==================== fifo_rd_ctrl
File: src/rtl/fifo_rd_ctrl.sv
// rtl/fifo_rd_ctrl.sv - FIFO read controller with 2-entry skid buffer and stream output
//
// Purpose:
//   Pulls words from a synchronous FIFO (one cycle read latency) and presents
//   them on a valid/ready stream through a 2-entry in-order skid buffer. The
//   buffer occupancy plus the in-flight read never exceeds two, so no word is
//   lost under backpressure. A flush discards held and in-flight words.
//
// Optional feature:
//   FIFO_RD_PARITY_EN - adds m_parity, the XOR reduction of each word,
//   computed at capture, stored alongside the word and aligned with m_data.
//
// Ports:
//   rd_clk     in   clock, all state on rising edge
//   rst_n      in   asynchronous active-low reset
//   buf_out    in   FIFO read data, valid the cycle after rd_en
//   buf_empty  in   FIFO empty flag
//   rd_en      out  FIFO read request
//   flush      in   discard held and in-flight words
//   m_data     out  stream data (head entry)
//   m_valid    out  stream valid
//   m_ready    in   stream accept
//   xfer_cnt   out  count of completed stream handshakes (wraps)
//   m_parity   out  parity of m_data (only with FIFO_RD_PARITY_EN)
//   busy       out  high while any word is held or in flight

module fifo_rd_ctrl #(
  parameter int DATA_W = 8,
  parameter int CNT_W  = 16
) (
  input  logic              rd_clk,
  input  logic              rst_n,
  input  logic [DATA_W-1:0] buf_out,
  input  logic              buf_empty,
  output logic              rd_en,
  input  logic              flush,
  output logic [DATA_W-1:0] m_data,
  output logic              m_valid,
  input  logic              m_ready,
  output logic [CNT_W-1:0]  xfer_cnt,
`ifdef FIFO_RD_PARITY_EN
  output logic              m_parity,
`endif
  output logic              busy
);

  // Each entry carries the word and, when enabled, its parity bit in the MSB.
`ifdef FIFO_RD_PARITY_EN
  localparam int ENT_W = DATA_W + 1;
`else
  localparam int ENT_W = DATA_W;
`endif

  typedef enum logic [1:0] {
    OCC_EMPTY = 2'd0,
    OCC_ONE   = 2'd1,
    OCC_TWO   = 2'd2
  } occ_e;

  occ_e             occ_q, occ_d;
  logic             pend_q, pend_d;
  logic [ENT_W-1:0] ent0_q, ent0_d;   // head
  logic [ENT_W-1:0] ent1_q, ent1_d;   // second-in-line
  logic [CNT_W-1:0] cnt_q, cnt_d;

  logic [ENT_W-1:0] cap_word;
  logic [1:0]       used;
  logic             pop;
  logic             cap;

`ifdef FIFO_RD_PARITY_EN
  assign cap_word = {^buf_out, buf_out};
`else
  assign cap_word = buf_out;
`endif

  assign m_valid = (occ_q != OCC_EMPTY);
  assign m_data  = ent0_q[DATA_W-1:0];
`ifdef FIFO_RD_PARITY_EN
  assign m_parity = ent0_q[DATA_W];
`endif
  assign busy     = m_valid || pend_q;
  assign xfer_cnt = cnt_q;

  assign used = occ_q + {1'b0, pend_q};
  assign pop  = m_valid && m_ready;
  assign cap  = pend_q && !flush;

  // A read may be issued into a full reservation when the head leaves on the
  // same edge; that is what gives one word per cycle under continuous ready.
  assign rd_en = !buf_empty && !flush && rst_n && ((used < 2'd2) || pop);

  always_ff @(posedge rd_clk or negedge rst_n) begin
    if (!rst_n) begin
      occ_q  <= OCC_EMPTY;
      pend_q <= 1'b0;
      ent0_q <= '0;
      ent1_q <= '0;
      cnt_q  <= '0;
    end else begin
      occ_q  <= occ_d;
      pend_q <= pend_d;
      ent0_q <= ent0_d;
      ent1_q <= ent1_d;
      cnt_q  <= cnt_d;
    end
  end

  always_comb begin
    occ_d  = occ_q;
    pend_d = rd_en;
    ent0_d = ent0_q;
    ent1_d = ent1_q;
    cnt_d  = cnt_q;

    if (pop) begin
      cnt_d = cnt_q + CNT_W'(1);
    end

    if (flush) begin
      occ_d = OCC_EMPTY;
    end else begin
      case (occ_q)
        OCC_EMPTY: begin
          if (cap) begin
            ent0_d = cap_word;
            occ_d  = OCC_ONE;
          end
        end
        OCC_ONE: begin
          // Capture and pop together: the new word becomes the head directly.
          if (cap && pop) begin
            ent0_d = cap_word;
          end else if (cap) begin
            ent1_d = cap_word;
            occ_d  = OCC_TWO;
          end else if (pop) begin
            occ_d = OCC_EMPTY;
          end
        end
        OCC_TWO: begin
          // Full: the second entry shifts to the head; a simultaneous capture
          // refills the second slot. Capture without pop cannot occur here.
          if (pop) begin
            ent0_d = ent1_q;
            if (cap) begin
              ent1_d = cap_word;
            end else begin
              occ_d = OCC_ONE;
            end
          end
        end
        default: begin
          occ_d = OCC_EMPTY;
        end
      endcase
    end
  end

endmodule

File: config.mk
export PLATFORM = sky130hd
export DESIGN_NAME = fifo_rd_ctrl
export DESIGN_NICKNAME = d
export VERILOG_FILES = /design/src/rtl/fifo_rd_ctrl.sv
export SDC_FILE = /design/constraint.sdc
export NUM_CORES = 1
export LEC_CHECK = 0
export ABC_AREA = 1
export CAP_MARGIN = 10
export CORE_ASPECT_RATIO = 0.75
export CORE_UTILIZATION = 54
export CTS_CLUSTER_SIZE = 14
export DETAILED_ROUTE_END_ITERATION = 8
export PLACE_DENSITY = 0.84
export SYNTH_ARGS = -nofsm -noshare
export SYNTH_HDL_FRONTEND = slang
export SYNTH_SLANG_ARGS = --single-unit
File: constraint.sdc
create_clock -name rd_clk -period 2 [get_ports rd_clk]
set_clock_uncertainty 0.05 [all_clocks]
set_input_delay 0.2 -clock rd_clk [delete_from_list [all_inputs] [get_ports rd_clk]]
set_output_delay 0.2 -clock rd_clk [all_outputs]
set_load 0.01 [all_outputs]
==================== axi_sram_wr_slave_flat
File: config.mk
export PLATFORM = sky130hd
export DESIGN_NAME = axi_sram_wr_slave_flat
export DESIGN_NICKNAME = d
export VERILOG_FILES = /design/src/rtl/axi_sram_wr_slave_if.sv /design/src/rtl/axi_sram_wr_slave.sv /design/src/flat_wrapper.sv
export SDC_FILE = /design/constraint.sdc
export NUM_CORES = 1
export LEC_CHECK = 0
export CAP_MARGIN = 5
export CORE_MARGIN = 2
export CORE_UTILIZATION = 50
export CTS_CLUSTER_SIZE = 14
export DETAILED_ROUTE_END_ITERATION = 10
export PLACE_DENSITY = 0.86
export SLEW_MARGIN = 20
export SYNTH_ARGS = -nofsm -noshare
export SYNTH_HDL_FRONTEND = slang
export SYNTH_SLANG_ARGS = --single-unit
export TNS_END_PERCENT = 1
File: constraint.sdc
create_clock -name clk -period 6.4 [get_ports clk]
set_clock_uncertainty 0.15 [all_clocks]
set_input_delay 1.28 -clock clk [delete_from_list [all_inputs] [get_ports clk]]
set_output_delay 1.28 -clock clk [all_outputs]
set_load 0.02 [all_outputs]
File: src/rtl/axi_sram_wr_slave_if.sv
// AXI write-channel bundle (AW/W/B) between an interconnect slave port and
// the SRAM write responder.
interface axi_sram_wr_slave_if #(
  parameter int unsigned IDS_BITS  = 8,
  parameter int unsigned ADDR_BITS = 32
);
  logic [IDS_BITS-1:0]  AWID;
  logic [ADDR_BITS-1:0] AWADDR;
  logic [3:0]           AWLEN;
  logic [2:0]           AWSIZE;
  logic [1:0]           AWBURST;
  logic                 AWVALID;
  logic                 AWREADY;
  logic [31:0]          WDATA;
  logic [3:0]           WSTRB;
  logic                 WLAST;
  logic                 WVALID;
  logic                 WREADY;
  logic [IDS_BITS-1:0]  BID;
  logic [1:0]           BRESP;
  logic                 BVALID;
  logic                 BREADY;

  modport master (
    output AWID, AWADDR, AWLEN, AWSIZE, AWBURST, AWVALID,
    input  AWREADY,
    output WDATA, WSTRB, WLAST, WVALID,
    input  WREADY,
    input  BID, BRESP, BVALID,
    output BREADY
  );

  modport slave (
    input  AWID, AWADDR, AWLEN, AWSIZE, AWBURST, AWVALID,
    output AWREADY,
    input  WDATA, WSTRB, WLAST, WVALID,
    output WREADY,
    output BID, BRESP, BVALID,
    input  BREADY
  );
endinterface

File: src/rtl/axi_sram_wr_slave.sv
// AXI write responder: accepts one AW/W burst at a time, issues one
// registered SRAM word write per in-range beat, returns one B per burst.
// Optional feature macro: SRAM_WR_WRAP_BURST_EN (WRAP burst support).
module axi_sram_wr_slave #(
  parameter int unsigned IDS_BITS  = 8,
  parameter int unsigned ADDR_BITS = 32,
  parameter int unsigned MEM_AW    = 14
) (
  input  logic                 clk,
  input  logic                 rst,
  axi_sram_wr_slave_if.slave   s_axi,
  output logic                 mem_en,
  output logic [3:0]           mem_we,
  output logic [MEM_AW-1:0]    mem_addr,
  output logic [31:0]          mem_wdata
);

  localparam int unsigned CNT_W = 5;
  localparam logic [CNT_W-1:0] CNT_MAX = CNT_W'(16);
  localparam logic [1:0] BURST_FIXED = 2'b00;
  localparam logic [1:0] BURST_WRAP  = 2'b10;
  localparam logic [1:0] BURST_RSVD  = 2'b11;

  typedef enum logic [1:0] {IDLE, DATA, RESP} state_t;

  state_t              r_state, w_state_nxt;
  logic                r_awready, r_wready, r_bvalid;
  logic [IDS_BITS-1:0] r_id, r_bid;
  logic [1:0]          r_bresp;
  logic [3:0]          r_len;
  logic [1:0]          r_burst;
  logic [MEM_AW-1:0]   r_addr, w_addr_nxt;
  logic [CNT_W-1:0]    r_cnt, w_cnt_inc;
  logic                r_err, w_err_cap, w_err_beat, w_wr_beat, w_wrap_err;
  logic                w_aw_hs, w_w_hs, w_b_hs;
  logic                r_mem_en;
  logic [3:0]          r_mem_we;
  logic [MEM_AW-1:0]   r_mem_addr;
  logic [31:0]         r_mem_wdata;
  logic [ADDR_BITS-1:0] w_unused_awaddr;

  // Only the word-address bits of AWADDR reach the SRAM
  assign w_unused_awaddr = s_axi.AWADDR;

  assign s_axi.AWREADY = r_awready;
  assign s_axi.WREADY  = r_wready;
  assign s_axi.BVALID  = r_bvalid;
  assign s_axi.BID     = r_bid;
  assign s_axi.BRESP   = r_bresp;
  assign mem_en        = r_mem_en;
  assign mem_we        = r_mem_we;
  assign mem_addr      = r_mem_addr;
  assign mem_wdata     = r_mem_wdata;

  assign w_aw_hs = s_axi.AWVALID & r_awready;
  assign w_w_hs  = s_axi.WVALID  & r_wready;
  assign w_b_hs  = r_bvalid      & s_axi.BREADY;

`ifdef SRAM_WR_WRAP_BURST_EN
  logic [MEM_AW-1:0] w_wrap_mask;
  assign w_wrap_mask = MEM_AW'(r_len);
  // WRAP is legal only for 2/4/8/16-beat bursts
  assign w_wrap_err = !((s_axi.AWLEN == 4'd1) || (s_axi.AWLEN == 4'd3) ||
                        (s_axi.AWLEN == 4'd7) || (s_axi.AWLEN == 4'd15));
`else
  assign w_wrap_err = 1'b1;
`endif

  // Burst legality decided once at AW capture
  assign w_err_cap = (s_axi.AWSIZE != 3'b010) || (s_axi.AWBURST == BURST_RSVD) ||
                     ((s_axi.AWBURST == BURST_WRAP) && w_wrap_err);

  // Beat bookkeeping: write gating, saturating count, late/early WLAST error
  assign w_cnt_inc  = (r_cnt == CNT_MAX) ? r_cnt : r_cnt + CNT_W'(1);
  assign w_wr_beat  = !r_err && (r_cnt <= CNT_W'(r_len));
  assign w_err_beat = r_err || (r_cnt > CNT_W'(r_len)) ||
                      (s_axi.WLAST && (w_cnt_inc != CNT_W'(r_len) + CNT_W'(1)));

  // Next word address per burst type
  always_comb begin
    w_addr_nxt = r_addr + MEM_AW'(1);
    case (r_burst)
      BURST_FIXED: w_addr_nxt = r_addr;
`ifdef SRAM_WR_WRAP_BURST_EN
      BURST_WRAP:  w_addr_nxt = (r_addr & ~w_wrap_mask) |
                                ((r_addr + MEM_AW'(1)) & w_wrap_mask);
`endif
      default: ;
    endcase
  end

  // FSM state register
  always_ff @(posedge clk or negedge rst) begin
    if (!rst) r_state <= IDLE;
    else      r_state <= w_state_nxt;
  end

  // FSM next-state
  always_comb begin
    w_state_nxt = r_state;
    case (r_state)
      IDLE:    if (w_aw_hs) w_state_nxt = DATA;
      DATA:    if (w_w_hs && s_axi.WLAST) w_state_nxt = RESP;
      RESP:    if (w_b_hs) w_state_nxt = IDLE;
      default: w_state_nxt = IDLE;
    endcase
  end

  // Registered handshakes, burst context, response and SRAM write port
  always_ff @(posedge clk or negedge rst) begin
    if (!rst) begin
      r_awready   <= 1'b0;
      r_wready    <= 1'b0;
      r_bvalid    <= 1'b0;
      r_id        <= '0;
      r_bid       <= '0;
      r_bresp     <= 2'b00;
      r_len       <= 4'd0;
      r_burst     <= 2'b00;
      r_addr      <= '0;
      r_cnt       <= '0;
      r_err       <= 1'b0;
      r_mem_en    <= 1'b0;
      r_mem_we    <= 4'd0;
      r_mem_addr  <= '0;
      r_mem_wdata <= 32'd0;
    end else begin
      r_awready <= (w_state_nxt == IDLE);
      r_wready  <= (w_state_nxt == DATA);
      r_bvalid  <= (w_state_nxt == RESP);
      r_mem_en  <= 1'b0;
      if (w_aw_hs) begin
        r_id    <= s_axi.AWID;
        r_len   <= s_axi.AWLEN;
        r_burst <= s_axi.AWBURST;
        r_addr  <= s_axi.AWADDR[MEM_AW+1:2];
        r_cnt   <= '0;
        r_err   <= w_err_cap;
      end
      if (w_w_hs) begin
        if (w_wr_beat) begin
          r_mem_en    <= 1'b1;
          r_mem_we    <= s_axi.WSTRB;
          r_mem_addr  <= r_addr;
          r_mem_wdata <= s_axi.WDATA;
        end
        r_cnt  <= w_cnt_inc;
        r_addr <= w_addr_nxt;
        r_err  <= w_err_beat;
        if (s_axi.WLAST) begin
          r_bid   <= r_id;
          r_bresp <= w_err_beat ? 2'b10 : 2'b00;
        end
      end
    end
  end

endmodule

File: src/flat_wrapper.sv
// flat-port wrapper written by rule: the top's interface ports become plain ports
module axi_sram_wr_slave_flat 
#(
  parameter int unsigned IDS_BITS  = 8,
  parameter int unsigned ADDR_BITS = 32,
  parameter int unsigned MEM_AW    = 14
)
  (clk, rst, mem_en, mem_we, mem_addr, mem_wdata, s_axi_AWID, s_axi_AWADDR, s_axi_AWLEN, s_axi_AWSIZE, s_axi_AWBURST, s_axi_AWVALID, s_axi_AWREADY, s_axi_WDATA, s_axi_WSTRB, s_axi_WLAST, s_axi_WVALID, s_axi_WREADY, s_axi_BID, s_axi_BRESP, s_axi_BVALID, s_axi_BREADY);
  axi_sram_wr_slave_if #(.IDS_BITS(IDS_BITS), .ADDR_BITS(ADDR_BITS)) s_axi_i ();
  input  logic clk;
  input  logic rst;
  output logic mem_en;
  output logic [3:0] mem_we;
  output logic [MEM_AW-1:0] mem_addr;
  output logic [31:0] mem_wdata;
  input wire logic [$bits(s_axi_i.AWID)-1:0] s_axi_AWID;
  input wire logic [$bits(s_axi_i.AWADDR)-1:0] s_axi_AWADDR;
  input wire logic [$bits(s_axi_i.AWLEN)-1:0] s_axi_AWLEN;
  input wire logic [$bits(s_axi_i.AWSIZE)-1:0] s_axi_AWSIZE;
  input wire logic [$bits(s_axi_i.AWBURST)-1:0] s_axi_AWBURST;
  input wire logic [$bits(s_axi_i.AWVALID)-1:0] s_axi_AWVALID;
  output wire logic [$bits(s_axi_i.AWREADY)-1:0] s_axi_AWREADY;
  input wire logic [$bits(s_axi_i.WDATA)-1:0] s_axi_WDATA;
  input wire logic [$bits(s_axi_i.WSTRB)-1:0] s_axi_WSTRB;
  input wire logic [$bits(s_axi_i.WLAST)-1:0] s_axi_WLAST;
  input wire logic [$bits(s_axi_i.WVALID)-1:0] s_axi_WVALID;
  output wire logic [$bits(s_axi_i.WREADY)-1:0] s_axi_WREADY;
  output wire logic [$bits(s_axi_i.BID)-1:0] s_axi_BID;
  output wire logic [$bits(s_axi_i.BRESP)-1:0] s_axi_BRESP;
  output wire logic [$bits(s_axi_i.BVALID)-1:0] s_axi_BVALID;
  input wire logic [$bits(s_axi_i.BREADY)-1:0] s_axi_BREADY;
  assign s_axi_i.AWID = s_axi_AWID;
  assign s_axi_i.AWADDR = s_axi_AWADDR;
  assign s_axi_i.AWLEN = s_axi_AWLEN;
  assign s_axi_i.AWSIZE = s_axi_AWSIZE;
  assign s_axi_i.AWBURST = s_axi_AWBURST;
  assign s_axi_i.AWVALID = s_axi_AWVALID;
  assign s_axi_AWREADY = s_axi_i.AWREADY;
  assign s_axi_i.WDATA = s_axi_WDATA;
  assign s_axi_i.WSTRB = s_axi_WSTRB;
  assign s_axi_i.WLAST = s_axi_WLAST;
  assign s_axi_i.WVALID = s_axi_WVALID;
  assign s_axi_WREADY = s_axi_i.WREADY;
  assign s_axi_BID = s_axi_i.BID;
  assign s_axi_BRESP = s_axi_i.BRESP;
  assign s_axi_BVALID = s_axi_i.BVALID;
  assign s_axi_i.BREADY = s_axi_BREADY;
  axi_sram_wr_slave #(.IDS_BITS(IDS_BITS), .ADDR_BITS(ADDR_BITS), .MEM_AW(MEM_AW)) u_core (.clk(clk), .rst(rst), .s_axi(s_axi_i), .mem_en(mem_en), .mem_we(mem_we), .mem_addr(mem_addr), .mem_wdata(mem_wdata));
endmodule

==> gallery <==
Routing congestion map.
(a)
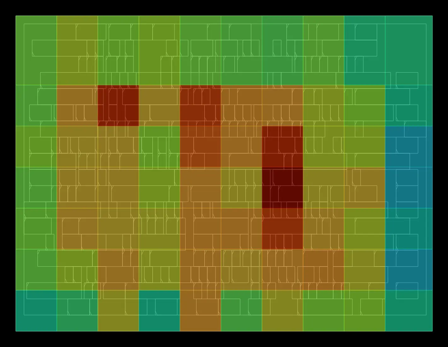
(b)
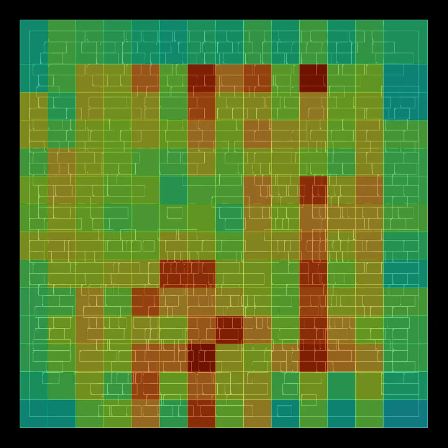
- highest track usage: (a)
- most wire per cell: (b)
(b) is axi_sram_wr_slave_flat.
(a) is fifo_rd_ctrl.

### Cells by drive strength, axi_sram_wr_slave_flat

(4 px per µm)
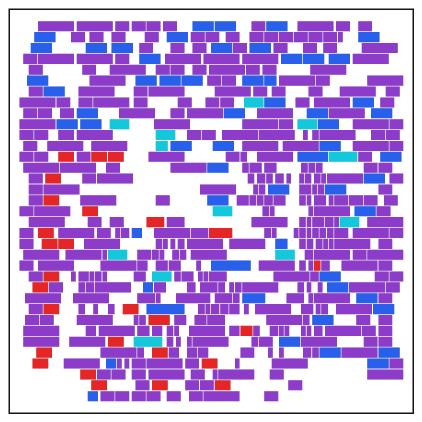
size	color	cells	share
_0 and _1 cells	purple	388	80%
_6 and larger	cyan	12	2.5%
_2 cells	red	27	5.6%
_3 and _4 cells	blue	59	12%
synthesis-to-layout area growth: 33.2%
final worst slack: 2.82 ns
post-route design area: 6220 µm²
Non-clk bufs: 138

### Selected gate families, axi_sram_wr_slave_flat

(4 px per µm)
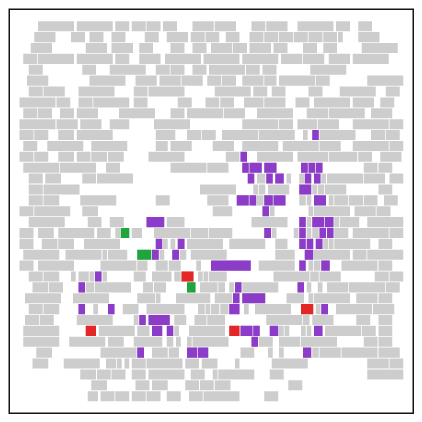
family	color	cells
AND and OR gates	green	3
inverting AOI/OAI gates	purple	62
AND-OR and OR-AND gates	red	4
Top cell excl fill/tap: clkdlybuf4s50_1
fin cells: 597
Comb area share: 32.5%

==> impl_metrics.json, axi_sram_wr_slave_flat <==
{
  "most-common-layout-cells": "clkdlybuf4s50_1 (134), dfrtp_1 (99), mux2_4 (49)",
  "critPathBufInv": 2,
  "edf_count": 0,
  "seq_share_pct": 39.9,
  "cp_cell_sequence": "clkdlybuf4s50_1 -> nand2_1 -> nor2_8 -> buf_12 -> mux2_1",
  "cts_hold_buf": 0,
  "gp_congestion": 0.814,
  "ys_top_cells_by_count": "dfrtp_1 (99), mux2_4 (49), nand2_1 (24), mux2_2 (22), nor2_1 (20)",
  "fin_setup_tns_ns": 0,
  "grt_max_degree": 67,
  "fill_cells": 684,
  "critical_path.endpoint": "u_core.mem_wdata[30]",
  "floorplan.core_util_pct": 51.0,
  "dr.first_iter.drc_count": 185,
  "outcome": "complete, no violations",
  "grt_pass1_wl_mm": 16.7
}
-- axi_sram_wr_slave_flat: metal layers --
layer  vias to the layer above  global-route usage, %  routed length [µm]
met5                         -                      0                   0
met4                         0                   6.53                 159
met3                        12                   6.80                 705
met2                       120                   34.8                5090
met1                      1605                   26.1                4220
li1                       1512                      -                   -
-- axi_sram_wr_slave_flat: where the power goes --
part,leakage [nW],switching (mW),internal (mW)
sequential,1.18,0.226,0.929
combinational,1.40,0.726,0.858
clock,0.0839,0.214,0.144
-- axi_sram_wr_slave_flat: metrics by stage --
stage | setup WS, ns | hold WS, ns | total power, mW | util, %
2_1_floorplan | 3.86 | 0.312 | 2.14 | -
3_3_place_gp | 2.31 | 0.321 | 2.68 | 65.8
3_5_place_dp | 2.28 | 0.334 | 2.75 | 65.8
4_1_cts | 2.67 | 0.360 | 3.13 | 67.7
5_1_grt | 2.75 | 0.379 | 3.30 | 67.9
6_report | 2.82 | 0.358 | 3.10 | 67.9
### Metal 3, fifo_rd_ctrl

(6 px per µm)
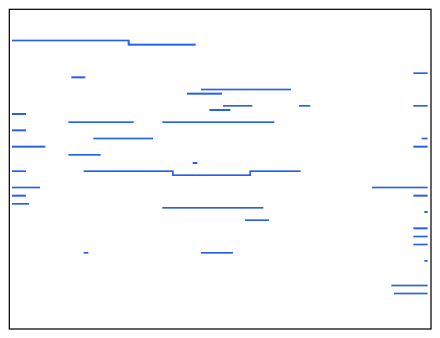
wire length on this layer	226 µm
nets with wire on the layer	33
share of all routed wire	5.4%
main direction	horizontal
met3 GRT Util: 5.52%
Via Count: 1753
routed wire length: 4.16 mm

==> impl_metrics.json, fifo_rd_ctrl <==
{
  "edf_count": 0,
  "cp-start-kind": "flop",
  "design.die.area_um2": 3720,
  "root_buffer": "clkbuf_8",
  "setup_ws_ns": 0.240,
  "seq_share_pct": 35.5,
  "nets": 313,
  "io_buffers": 39,
  "fin_cells": 340,
  "setup_viol": 0,
  "clock_power_mw": 0.642,
  "grt_overflow_total": 0,
  "wl_per_cell_um": 12.2,
  "period_needed_ns": 1.76,
  "outcome": "complete, no violations",
  "ir_drop_v": 0.000642,
  "clockBufferDepth": 2,
  "dr.first_iter.drc_count": 105,
  "final_layout_size_suffix_gt1_share_pct": 9.67,
  "synth_cells": 249,
  "regArea_um2": 878
}
==> fifo_rd_ctrl: worst max-delay path by stage <==
stage / from / end / slack, ns / depth (start not counted)
after global routing: occ_q[1] / busy / 0.19 / 3
final: occ_q[1] / busy / 0.24 / 3
after global placement: m_ready / rd_en / 0.18 / 6
after detailed placement: m_ready / rd_en / 0.16 / 6
after CTS: occ_q[1] / rd_en / 0.005 / 5
after floorplan: occ_q[1] / rd_en / 0.65 / 5
==> fifo_rd_ctrl: logic make-up after synthesis <==
kind of cell,share of synthesized area [%]
xor+xnor,4.20
simple gates,41.2
fa+ha+maj,0.667
compound gates,3.14
buf+inv,4.07
flops,46.7
==> fifo_rd_ctrl: synth_stat cells, types with 2 or more instances <==
master    number
dfrtp_1       35
inv_1         15
inv_2          2
nand2_1      119
nand2_2        2
nand2_4        3
nand3_1       19
nand3b_1       4
nor2_1        20
nor2_4         4
o21ai_0        7
xnor2_1        3
xor2_1         6
==> fifo_rd_ctrl: worst reg2reg max path, cell delays in order (launching register included) <==
cell     delay, ns
dfrtp_2       0.45
buf_4         0.15
inv_1         0.06
nor2_1        0.07
nand2_1       0.09
nand2_1       0.09
nor2_4        0.20
nand2_2       0.16
nand2_1       0.10
nand2_1       0.05

==================== wr_burst_sequencer
[src/rtl/wr_burst_sequencer.sv]
// Round-robin write-channel sequencer: wr_valid for BURST_LEN cycles, then one do_wr commit
// MIN_GAP..MAX_GAP cycles later, or err when that window expires. Define WR_BURST_SEQ_ASSERT_EN for embedded SVA.
module wr_burst_sequencer #(
    parameter int NUM_REQ   = 2,
    parameter int BURST_LEN = 7,
    parameter int MIN_GAP   = 1,
    parameter int MAX_GAP   = 5
) (
    input  logic               clk,
    input  logic               rst_n,
    input  logic [NUM_REQ-1:0] req,
    output logic [NUM_REQ-1:0] gnt,
    input  logic               commit_rdy,
    output logic               wr_valid,
    output logic               do_wr,
    output logic               busy,
    output logic               done,
    output logic               err
);

    localparam int PTR_W = $clog2(NUM_REQ);
    localparam int BW    = $clog2(BURST_LEN + 1);
    localparam int GW    = $clog2(MAX_GAP + 1);

    localparam logic [BW-1:0]    BURST_LAST = BW'(BURST_LEN);
    localparam logic [GW-1:0]    GAP_MIN    = GW'(MIN_GAP);
    localparam logic [GW-1:0]    GAP_MAX    = GW'(MAX_GAP);
    localparam logic [PTR_W:0]   REQ_CNT    = (PTR_W + 1)'(NUM_REQ);
    localparam logic [PTR_W-1:0] PTR_LAST   = PTR_W'(NUM_REQ - 1);

    typedef enum logic [1:0] {
        ST_IDLE  = 2'd0,
        ST_BURST = 2'd1,
        ST_GAP   = 2'd2
    } state_t;

    state_t             r_state;
    logic [NUM_REQ-1:0] r_gnt;
    logic [BW-1:0]      r_burst_cnt;
    logic [GW-1:0]      r_gap_cnt;
    logic [PTR_W-1:0]   r_ptr;
    logic               r_done;
    logic               r_err;

    state_t             w_state_next;
    logic [NUM_REQ-1:0] w_gnt_next;
    logic [BW-1:0]      w_burst_next;
    logic [GW-1:0]      w_gap_next;
    logic [PTR_W-1:0]   w_ptr_next;
    logic               w_done_next;
    logic               w_err_next;
    logic               w_do_wr;

    logic               w_win_vld;
    logic [PTR_W-1:0]   w_win_idx;
    logic [PTR_W:0]     w_idx_ext;

    // Scan offsets from farthest to nearest so the nearest requester at/after the pointer wins.
    always_comb begin
        w_win_vld = 1'b0;
        w_win_idx = '0;
        w_idx_ext = '0;
        for (int k = NUM_REQ - 1; k >= 0; k--) begin
            w_idx_ext = {1'b0, r_ptr} + (PTR_W + 1)'(k);
            if (w_idx_ext >= REQ_CNT) begin
                w_idx_ext = w_idx_ext - REQ_CNT;
            end
            if (req[w_idx_ext]) begin
                w_win_vld = 1'b1;
                w_win_idx = w_idx_ext[PTR_W-1:0];
            end
        end
    end

    always_comb begin
        w_state_next = r_state;
        w_gnt_next   = r_gnt;
        w_burst_next = r_burst_cnt;
        w_gap_next   = r_gap_cnt;
        w_ptr_next   = r_ptr;
        w_done_next  = 1'b0;
        w_err_next   = 1'b0;
        w_do_wr      = 1'b0;
        case (r_state)
            ST_IDLE: begin
                w_gnt_next = '0;
                if (w_win_vld) begin
                    w_gnt_next[w_win_idx] = 1'b1;
                    w_state_next          = ST_BURST;
                    w_burst_next          = BW'(1);
                    w_ptr_next            = (w_win_idx == PTR_LAST) ? '0 : w_win_idx + 1'b1;
                end
            end
            ST_BURST: begin
                if (r_burst_cnt == BURST_LAST) begin
                    w_state_next = ST_GAP;
                    w_burst_next = '0;
                    w_gap_next   = GW'(1);
                end else begin
                    w_burst_next = r_burst_cnt + 1'b1;
                end
            end
            ST_GAP: begin
                if ((r_gap_cnt >= GAP_MIN) && commit_rdy) begin
                    w_do_wr      = 1'b1;
                    w_state_next = ST_IDLE;
                    w_done_next  = 1'b1;
                    w_gnt_next   = '0;
                    w_gap_next   = '0;
                end else if (r_gap_cnt == GAP_MAX) begin
                    w_state_next = ST_IDLE;
                    w_err_next   = 1'b1;
                    w_gnt_next   = '0;
                    w_gap_next   = '0;
                end else begin
                    w_gap_next = r_gap_cnt + 1'b1;
                end
            end
            default: begin
                w_state_next = ST_IDLE;
                w_gnt_next   = '0;
                w_burst_next = '0;
                w_gap_next   = '0;
            end
        endcase
    end

    always_ff @(posedge clk or negedge rst_n) begin
        if (!rst_n) begin
            r_state     <= ST_IDLE;
            r_gnt       <= '0;
            r_burst_cnt <= '0;
            r_gap_cnt   <= '0;
            r_ptr       <= '0;
            r_done      <= 1'b0;
            r_err       <= 1'b0;
        end else begin
            r_state     <= w_state_next;
            r_gnt       <= w_gnt_next;
            r_burst_cnt <= w_burst_next;
            r_gap_cnt   <= w_gap_next;
            r_ptr       <= w_ptr_next;
            r_done      <= w_done_next;
            r_err       <= w_err_next;
        end
    end

    assign gnt      = r_gnt;
    assign wr_valid = (r_state == ST_BURST);
    assign busy     = (r_state != ST_IDLE);
    assign do_wr    = w_do_wr;
    assign done     = r_done;
    assign err      = r_err;

`ifdef WR_BURST_SEQ_ASSERT_EN
    
    

    

    // A transaction closes with either a commit or an err pulse one cycle after the window ends.
    

    

    

    
    
    
    
    

    
    
    
`endif

endmodule
[config.mk]
export PLATFORM = sky130hd
export DESIGN_NAME = wr_burst_sequencer
export DESIGN_NICKNAME = d
export VERILOG_FILES = /design/src/rtl/wr_burst_sequencer.sv
export SDC_FILE = /design/constraint.sdc
export NUM_CORES = 1
export LEC_CHECK = 0
export ABC_CLOCK_PERIOD_IN_PS = 4200
export CELL_PAD_IN_SITES_DETAIL_PLACEMENT = 1
export CELL_PAD_IN_SITES_GLOBAL_PLACEMENT = 2
export CORE_MARGIN = 2
export CORE_UTILIZATION = 36
export CTS_BUF_LIST = sky130_fd_sc_hd__clkbuf_8
export CTS_CLUSTER_DIAMETER = 60
export DETAILED_ROUTE_END_ITERATION = 6
export PLACE_DENSITY_LB_ADDON = 0.15
export SLEW_MARGIN = 0
export SYNTH_ARGS = -nofsm -noshare
export SYNTH_HDL_FRONTEND = slang
export SYNTH_SLANG_ARGS = --single-unit
[constraint.sdc]
create_clock -name clk -period 4.2 [get_ports clk]
set_input_delay 0.84 -clock clk [delete_from_list [all_inputs] [get_ports clk]]
set_output_delay 0.84 -clock clk [all_outputs]
set_load 0.02 [all_outputs]
### Routing congestion map, wr_burst_sequencer

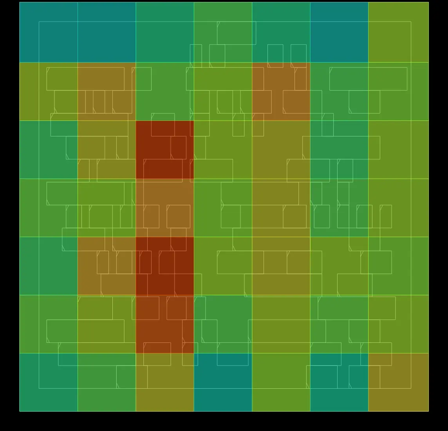
gr usage total: 16.6%
most used routing layer: met2
wire per inst: 14.2 µm
grt met2 use: 26.9%

### Placement by cell class, wr_burst_sequencer

(8 px per µm) Fill, decap, tap and diode cells in gray.
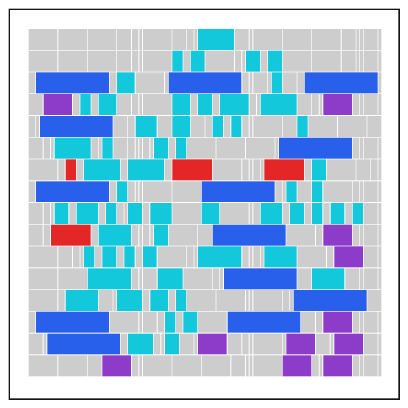
class	color	cells	share of their area
combinational and other logic	cyan	58	44%
flops	blue	13	38%
other buffers and delay cells	purple	11	13%
clock drivers and dummy loads	red	4	5.2%
sequential share of cell area: 36.2%
num rows: 16
Util after Layout: 46.7%
CORE AREA: 1920 µm²

==> impl_metrics.json <==
{
  "hold_depth": 1,
  "hold_class": "reg2reg",
  "setup.worst_path.class": "in2out",
  "ys_top_logic_family": "AND-OR/OR-AND gates",
  "nets": 97,
  "netSwitchingFraction_pct": 38.5,
  "setup_viol": 0,
  "rr_endpoint": "r_state[1]",
  "synth_warnings": 0,
  "grt_antenna_before_repair": 0,
  "antenna_cells": 0,
  "cts.sinks": 13,
  "floorplan.core_util_pct": 37.2,
  "fin_area_um2": 898,
  "ys_ff": 13,
  "reg2reg_depth": 6,
  "cp-start-kind": "input port",
  "outcome": "complete, no violations",
  "synth_cells": 72,
  "dieHeight_um": 48.6,
  "cell_internal_pwr_mw": 0.345,
  "pin_count": 12,
  "yosys.area.top_type": "dfrtp_1",
  "num_vias": 581,
  "edf_count": 0,
  "p_sw_mw": 0.216,
  "leakagePower_nw": 0.407,
  "cts_setup_buffers": 0
}
==> critical path, stage by stage <==
cell	delay, ns
clkdlybuf4s50_1	0.52
inv_1	0.12
nor3_1	0.28
clkdlybuf4s50_1	0.65
==> area by class of cell <==
class                           count  area [µm²]  area share [%]
Clock buffer                        3        41.3            4.60
Clock inverter                      1        3.75           0.418
Inverter                            9        33.8            3.76
Multi-Input combinational cell     49         350            39.0
Sequential cell                    13         325            36.2
Tap cell                           27        33.8            3.76
Timing Repair Buffer               11         110            12.3
==> routing by layer <==
metal / share of wire [%] / up-vias / track usage (%) / wire (µm)
li1: - / 286 / - / -
met1: 47 / 281 / 21.1 / 756
met2: 48 / 10 / 26.9 / 762
met3: 3.9 / 4 / 6.17 / 62
met4: 1.3 / 0 / 4.29 / 21
met5: 0 / - / 0 / 0
==> power by group through the flow <==
stage	registers (mW)	logic, mW	clock network (mW)
2_1_floorplan	0.193	0.176	0
6_report	0.188	0.265	0.108
3_5_place_dp	0.191	0.270	0
5_1_grt	0.195	0.301	0.122
3_3_place_gp	0.189	0.263	0
4_1_cts	0.189	0.271	0.114

Power is estimated from default activity; no workload was simulated.
